# mem_access

<file path="src/rtl/mem_access.sv">
// Memory-access pipeline stage: issues RISC-V byte/half/word loads and stores over a
// req/ack data-memory port, forwards non-memory results, and reports misalignment and
// bus timeouts to the pipeline controller.
module mem_access #(
    parameter int unsigned TIMEOUT = 16,
    parameter int unsigned TW      = 5
) (
    input  logic        clk,
    input  logic        rst,
    input  logic        valid_in,
    input  logic [31:0] rz,
    input  logic [31:0] rm,
    input  logic        mem_read,
    input  logic        mem_write,
    input  logic [2:0]  mem_op,
    output logic        stall,
    output logic        valid_out,
    output logic [31:0] ry,
    output logic        misalign_exc,
    output logic        bus_err,
    output logic        dmem_req,
    output logic        dmem_we,
    output logic [31:0] dmem_addr,
    output logic [3:0]  dmem_be,
    output logic [31:0] dmem_wdata,
    input  logic [31:0] dmem_rdata,
    input  logic        dmem_ack
);

    typedef enum logic [0:0] {
        StIdle,
        StBusy
    } state_t;

    state_t        state;
    logic [TW-1:0] cnt;
    logic [2:0]    op_q;
    logic [1:0]    off_q;

    logic          is_mem;
    logic          op_legal;
    logic          aligned;
    logic          access_ok;
    logic          timeout_hit;
    logic [3:0]    be_next;
    logic [31:0]   wdata_next;
    logic [31:0]   load_val;
    logic [7:0]    byte_sel;
    logic [15:0]   half_sel;

    // Decode the incoming operation: legality, alignment, byte enables and write data.
    always_comb begin
        is_mem = mem_read | mem_write;

        unique case (mem_op)
            3'b000, 3'b001, 3'b010, 3'b100, 3'b101: op_legal = 1'b1;
            default:                                op_legal = 1'b0;
        endcase

        unique case (mem_op)
            3'b001, 3'b101: aligned = ~rz[0];
            3'b010:         aligned = (rz[1:0] == 2'b00);
            default:        aligned = 1'b1;
        endcase

        access_ok = valid_in & is_mem & op_legal & aligned;

        unique case (mem_op)
            3'b000, 3'b100: begin
                be_next    = 4'b0001 << rz[1:0];
                wdata_next = {4{rm[7:0]}};
            end
            3'b001, 3'b101: begin
                be_next    = 4'b0011 << rz[1:0];
                wdata_next = {2{rm[15:0]}};
            end
            default: begin
                be_next    = 4'b1111;
                wdata_next = rm;
            end
        endcase
    end

    // Extract and extend the load result using the offset captured at request time.
    always_comb begin
        byte_sel = dmem_rdata[8*off_q +: 8];
        half_sel = off_q[1] ? dmem_rdata[31:16] : dmem_rdata[15:0];
        unique case (op_q)
            3'b000:  load_val = {{24{byte_sel[7]}}, byte_sel};
            3'b100:  load_val = {24'h000000, byte_sel};
            3'b001:  load_val = {{16{half_sel[15]}}, half_sel};
            3'b101:  load_val = {16'h0000, half_sel};
            default: load_val = dmem_rdata;
        endcase
    end

    // Stall while a legal access is being launched or is still outstanding; it drops in
    // the cycle whose closing edge completes the access (ack or timeout).
    always_comb begin
        timeout_hit = (cnt == TW'(TIMEOUT - 1));
        if (state == StIdle) begin
            stall = access_ok;
        end else begin
            stall = ~(dmem_ack | timeout_hit);
        end
    end

    // Stage FSM with registered write-back, flags and memory request outputs.
    always_ff @(posedge clk) begin
        if (rst) begin
            state        <= StIdle;
            cnt          <= '0;
            op_q         <= 3'b000;
            off_q        <= 2'b00;
            ry           <= 32'h0;
            valid_out    <= 1'b0;
            misalign_exc <= 1'b0;
            bus_err      <= 1'b0;
            dmem_req     <= 1'b0;
            dmem_we      <= 1'b0;
            dmem_addr    <= 32'h0;
            dmem_be      <= 4'h0;
            dmem_wdata   <= 32'h0;
        end else begin
            valid_out    <= 1'b0;
            misalign_exc <= 1'b0;
            bus_err      <= 1'b0;
            unique case (state)
                StIdle: begin
                    if (valid_in) begin
                        if (!is_mem) begin
                            ry        <= rz;
                            valid_out <= 1'b1;
                        end else if (!(op_legal && aligned)) begin
                            ry           <= 32'h0;
                            misalign_exc <= 1'b1;
                            valid_out    <= 1'b1;
                        end else begin
                            state      <= StBusy;
                            cnt        <= '0;
                            op_q       <= mem_op;
                            off_q      <= rz[1:0];
                            dmem_req   <= 1'b1;
                            dmem_we    <= mem_write;
                            dmem_addr  <= {rz[31:2], 2'b00};
                            dmem_be    <= be_next;
                            dmem_wdata <= wdata_next;
                        end
                    end
                end
                StBusy: begin
                    if (dmem_ack) begin
                        // Ack takes priority over a coincident timeout.
                        state     <= StIdle;
                        dmem_req  <= 1'b0;
                        valid_out <= 1'b1;
                        ry        <= dmem_we ? 32'h0 : load_val;
                    end else if (timeout_hit) begin
                        state     <= StIdle;
                        dmem_req  <= 1'b0;
                        valid_out <= 1'b1;
                        bus_err   <= 1'b1;
                        ry        <= 32'h0;
                    end else begin
                        cnt <= cnt + TW'(1);
                    end
                end
                default: state <= StIdle;
            endcase
        end
    end

endmodule

</file>
<file path="config.mk">
export PLATFORM = sky130hd
export DESIGN_NAME = mem_access
export DESIGN_NICKNAME = d
export VERILOG_FILES = /design/src/rtl/mem_access.sv
export SDC_FILE = /design/constraint.sdc
export NUM_CORES = 1
export LEC_CHECK = 0
export ABC_AREA = 1
export CAP_MARGIN = 20
export CORE_MARGIN = 4
export CORE_UTILIZATION = 65
export CTS_BUF_LIST = sky130_fd_sc_hd__clkbuf_4
export DETAILED_ROUTE_END_ITERATION = 8
export DONT_BUFFER_PORTS = 1
export PLACE_DENSITY = 0.81
export SLEW_MARGIN = 10
export SYNTH_ARGS = -nofsm -noshare
export SYNTH_HDL_FRONTEND = slang
export SYNTH_SLANG_ARGS = --single-unit
</file>
<file path="constraint.sdc">
create_clock -name clk -period 4.6 [get_ports clk]
set_clock_uncertainty 0.05 [all_clocks]
set_input_delay 0.46 -clock clk [delete_from_list [all_inputs] [get_ports clk]]
set_output_delay 0.46 -clock clk [all_outputs]
set_load 0.01 [all_outputs]
</file>
# seq_detect_param

### src/rtl/seq_pkg.sv
// Shared constants and helpers for the parameterised serial sequence detector.
package seq_pkg;

  localparam int unsigned PAT_W_MIN = 2;
  localparam int unsigned PAT_W_MAX = 16;
  localparam int unsigned CNT_W_MIN = 1;
  localparam int unsigned CNT_W_MAX = 16;

  localparam int unsigned DEFAULT_PAT_W   = 3;
  localparam logic [2:0]  DEFAULT_PATTERN = 3'b101;

  function automatic int unsigned clog2(input int unsigned n);
    int unsigned r;
    r = 0;
    while ((32'd1 << r) < n) r = r + 1;
    return r;
  endfunction

endpackage

### src/rtl/sat_counter.sv
// Saturating up-counter with synchronous clear; clear plus increment yields 1.
module sat_counter #(
  parameter int unsigned W = 8
) (
  input  logic         clk,
  input  logic         rst,
  input  logic         inc,
  input  logic         clr,
  output logic [W-1:0] q
);

  logic [W-1:0] r_q;

  always_ff @(posedge clk or negedge rst) begin
    if (!rst) begin
      r_q <= '0;
    end else if (clr) begin
      r_q <= inc ? W'(1) : '0;
    end else if (inc && (r_q != '1)) begin
      r_q <= r_q + W'(1);
    end
  end

  assign q = r_q;

endmodule

### src/rtl/seq_detect_param.sv
// Moore serial pattern detector with KMP fallback, overlap control and match counter.
module seq_detect_param
  import seq_pkg::*;
#(
  parameter int unsigned      PAT_W   = DEFAULT_PAT_W,
  parameter logic [PAT_W-1:0] PATTERN = PAT_W'(DEFAULT_PATTERN),
  parameter int unsigned      CNT_W   = 8
) (
  input  logic             clk,
  input  logic             rst,
  input  logic             din,
  input  logic             din_vld,
  input  logic             ovl,
  input  logic             clr_cnt,
  output logic             y,
  output logic [CNT_W-1:0] match_cnt
);

  localparam int unsigned SW     = clog2(PAT_W + 1);
  localparam logic [SW-1:0] S_FULL = SW'(PAT_W);

  if (PAT_W < PAT_W_MIN || PAT_W > PAT_W_MAX) begin : g_bad_pat_w
    $error("seq_detect_param: PAT_W out of range");
  end
  if (CNT_W < CNT_W_MIN || CNT_W > CNT_W_MAX) begin : g_bad_cnt_w
    $error("seq_detect_param: CNT_W out of range");
  end

  logic [SW-1:0]    r_state;
  logic [SW-1:0]    w_state_nxt;
  logic [PAT_W-2:0] r_hist;
  logic [PAT_W-2:0] w_hist_nxt;
  logic [PAT_W-1:0] w_shift;
  logic             w_inc;

  // Longest prefix (bounded by s+1) that is a suffix of history followed by b.
  function automatic logic [SW-1:0] f_next_state(input logic [SW-1:0]    s,
                                                 input logic             b,
                                                 input logic [PAT_W-2:0] h);
    logic [PAT_W-1:0] win;
    int unsigned      lim;
    logic             ok;
    logic [SW-1:0]    res;
    win = {h, b};
    lim = (32'(s) >= PAT_W) ? PAT_W : 32'(s) + 1;
    res = '0;
    for (int unsigned j = 1; j <= PAT_W; j++) begin
      ok = (j <= lim);
      for (int unsigned k = 0; k < PAT_W; k++) begin
        if (k < j) begin
          if (win[k] != PATTERN[PAT_W-j+k]) ok = 1'b0;
        end
      end
      if (ok) res = SW'(j);
    end
    return res;
  endfunction

  assign w_shift = {r_hist, din};

  always_comb begin
    w_state_nxt = r_state;
    w_hist_nxt  = r_hist;
    if (din_vld) begin
      // Non-overlapping mode restarts the search after a completed match.
      w_state_nxt = f_next_state(((r_state == S_FULL) && !ovl) ? '0 : r_state, din, r_hist);
      w_hist_nxt  = (w_state_nxt == '0) ? '0 : w_shift[PAT_W-2:0];
    end
  end

  assign w_inc = din_vld && (w_state_nxt == S_FULL);

  always_ff @(posedge clk or negedge rst) begin
    if (!rst) begin
      r_state <= '0;
      r_hist  <= '0;
    end else begin
      r_state <= w_state_nxt;
      r_hist  <= w_hist_nxt;
    end
  end

  assign y = (r_state == S_FULL);

  sat_counter #(
    .W(CNT_W)
  ) u_cnt (
    .clk(clk),
    .rst(rst),
    .inc(w_inc),
    .clr(clr_cnt),
    .q  (match_cnt)
  );

endmodule

### config.mk
export PLATFORM = sky130hd
export DESIGN_NAME = seq_detect_param
export DESIGN_NICKNAME = d
export VERILOG_FILES = /design/src/rtl/seq_pkg.sv /design/src/rtl/sat_counter.sv /design/src/rtl/seq_detect_param.sv
export SDC_FILE = /design/constraint.sdc
export NUM_CORES = 1
export LEC_CHECK = 0
export CAP_MARGIN = 20
export CORE_UTILIZATION = 50
export DETAILED_ROUTE_END_ITERATION = 8
export PLACE_DENSITY = 0.86
export SLEW_MARGIN = 20
export SYNTH_ARGS = -nofsm -noshare
export SYNTH_HDL_FRONTEND = slang
export SYNTH_SLANG_ARGS = --single-unit
### constraint.sdc
create_clock -name clk -period 4.3 [get_ports clk]
set_clock_uncertainty 0.1 [all_clocks]
set_input_delay 0.86 -clock clk [delete_from_list [all_inputs] [get_ports clk]]
set_output_delay 0.86 -clock clk [all_outputs]
set_load 0.05 [all_outputs]
mem_access/met1.png
(6 px per um) Supply wires on this layer in gray.
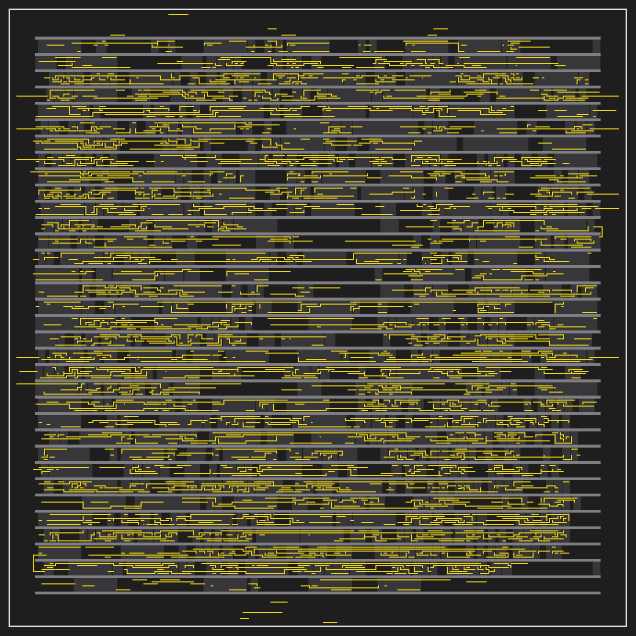
nets with wire on the layer = 905
main direction = horizontal
share of all routed wire = 40%
wire length on this layer = 6680 um
longest straight run = 46.5 um

==> results.py, mem_access <==
# Auto-generated metrics
metrics = {
    "status": {
        "outcome": "completed",
    },
    "sta": {
        "worst_pin_slew_ps": 974,
        "tns_ps": 0,
        "fin_ws_ps": 1740,
    },
    "setup_path": {
        "worstPathArrival_ps": 3250,
        "worst-setup-path-type": "register to register",
        "reg2reg_to": "dmem_wdata[11]",
        "cp_top_family": "buffers and inverters",
        "max_stage_delay_ps": 640,
        "crit_chain": "nor2_2, nand3_4, clkinv_2, buf_4, o21ai_0, a21oi_1",
        "cp.depth": 6,
        "worst-path-buf-inv": 2,
    },
    "clock_network": {
        "cts_root_buf": "clkbuf_4",
        "h-tree-depth": 4,
        "cts_sinks": 114,
    },
    "global_routing": {
        "overflow": 0,
        "grt_util_all_layers_pct": 29.9,
        "grt_max_degree": 65,
        "busiest_layer": "met2",
        "grtUsageMet2_pct": 47.5,
        "grt_pass1_vias": 5050,
    },
    "placed_design": {
        "dp_slack_ps": 1690,
        "gp_congestion": 0.908,
        "placement.io_buffers": 0,
    },
    "layout": {
        "logic_area_um2": 2960,
        "diodes": 0,
        "syn_to_final_growth_pct": 3.79,
        "final_nets": 954,
        "layout_top_cells": "nand2_1 (240), a21oi_1 (136), dfxtp_1 (114)",
        "drive_above_1_share_pct": 6.63,
        "top_regs": "dmem_wdata x32, ry x32, dmem_addr x30",
    },
    "logic_synthesis": {
        "top_cell_area_share_pct": 39.2,
        "ys_sh_adder_pct": 0.430,
        "avgSynthCellArea_um2": 6.61,
        "yosys_cells": 880,
    },
    "route": {
        "first_pass_iters": 5,
        "vias": 5644,
        "met2_length_mm": 7.82,
    },
    "floorplanning": {
        "fp_util_pct": 66.7,
        "core-area_um2": 8720,
        "fp-row-count": 34,
        "io_pins": 211,
    },
    "hold_path": {
        "min_to": "dmem_addr[2]",
        "hold_path.class": "input pin to register",
    },
}
[mem_access: cell type report]
type / instances / area share [%]
multi-input cells: 640 / 49.1
flip-flops and latches: 114 / 37.8
inverters: 67 / 4.19
repair buffers: 7 / 1.33
clock buffers: 17 / 2.11
clock inverters: 15 / 3.23
well taps: 108 / 2.24
[mem_access: report_power, final]
part	internal, uW	switching, uW	leakage, uW
sequential	1050	78.2	0.000932
clock	395	450	0.000173
combinational	102	198	0.00151
total	1550	726	0.00262
[mem_access: repair_timing]
action,4_1_cts,5_1_grt
endpoints found under the hold margin,50,2
buffers inserted,0,0
hold buffers,2,2
seq_detect_param/drive_strength.png
(10 px per um)
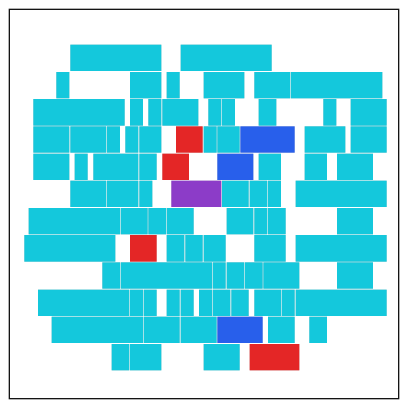
cyan -> drive 1 or less  # cells 80, share 91%, most used clkdlybuf4s50_1
blue -> drive 2  # cells 3, share 3.4%
red -> drive 3 to 4  # cells 4, share 4.5%, most used clkbuf_4
purple -> drive 6 and up  # cells 1, share 1.1%, most used clkbuf_8
Area growth syn-to-layout: 25.7%
final worst setup slack: 1450 ps

==> results.py, seq_detect_param <==
# Auto-generated metrics
metrics = {
    "power_and_ir_drop": {
        "powerDensity_nw_per_um2": 274,
        "powerComb_uw": 24.2,
    },
    "layout": {
        "seq_share_pct": 35.3,
        "bufAreaShareNonClock_pct": 16.5,
        "dominant_cells": "combinational gates",
    },
    "placed_design": {
        "gp_congestion": 0.796,
        "dpl.hpwl_um": 994,
    },
    "floorplanning": {
        "taps": 14,
    },
    "clock_network": {
        "h-tree-depth": 1,
        "cts_setup_buffers": 0,
    },
    "sta": {
        "slew_headroom_pct": 64.7,
    },
    "logic_synthesis": {
        "ys_sh_mux_pct": 4.81,
        "xor_share_pct": 0,
    },
    "setup_path": {
        "cp_max_fo": 11,
        "crit_path_start_kind": "input pin",
    },
    "status": {
        "outcome": "completed",
    },
    "route": {
        "met2_length_um": 615,
    },
}
## seq_detect_param: registers in the layout, indices dropped and copies added, names as in the netlist
| signal | count |
|---|---|
| r_hist | 2 |
| u_cnt.q | 8 |
| r_state | 2 |
## seq_detect_param: metrics by stage
stage / worst slack, ps / cell area (um^2) / std cells / util, % / hold slack (ps)
global route: 1350 / 851 / 102 / 71.7 / 503
detailed placement: 1170 / 815 / 98 / 68.7 / 443
CTS: 1470 / 851 / 102 / 71.7 / 453
global placement: 1270 / 815 / 98 / 68.7 / 432
floorplan: 2000 / 677 / 73 / - / 410
finish: 1450 / 851 / 102 / 71.7 / 448


## Gallery

I/O nets highlighted.
panel A
(4 px per um)
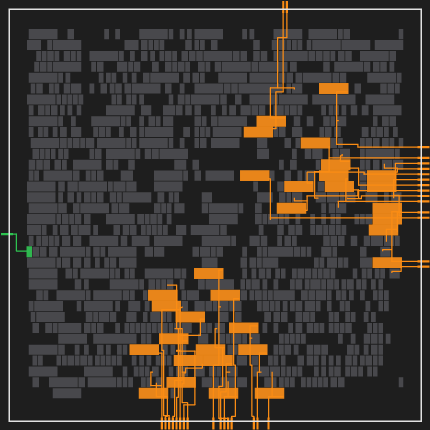
panel B
(10 px per um)
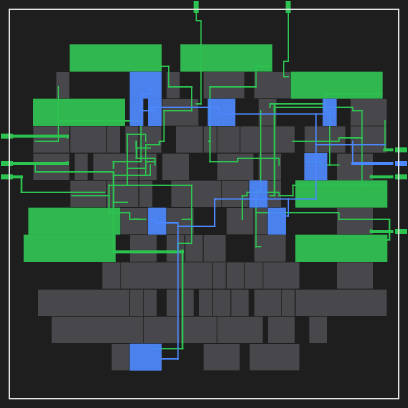
Panel B is seq_detect_param.
Panel A is mem_access.
Of these, most cells: panel A

Power and IR drop assume default switching activity.
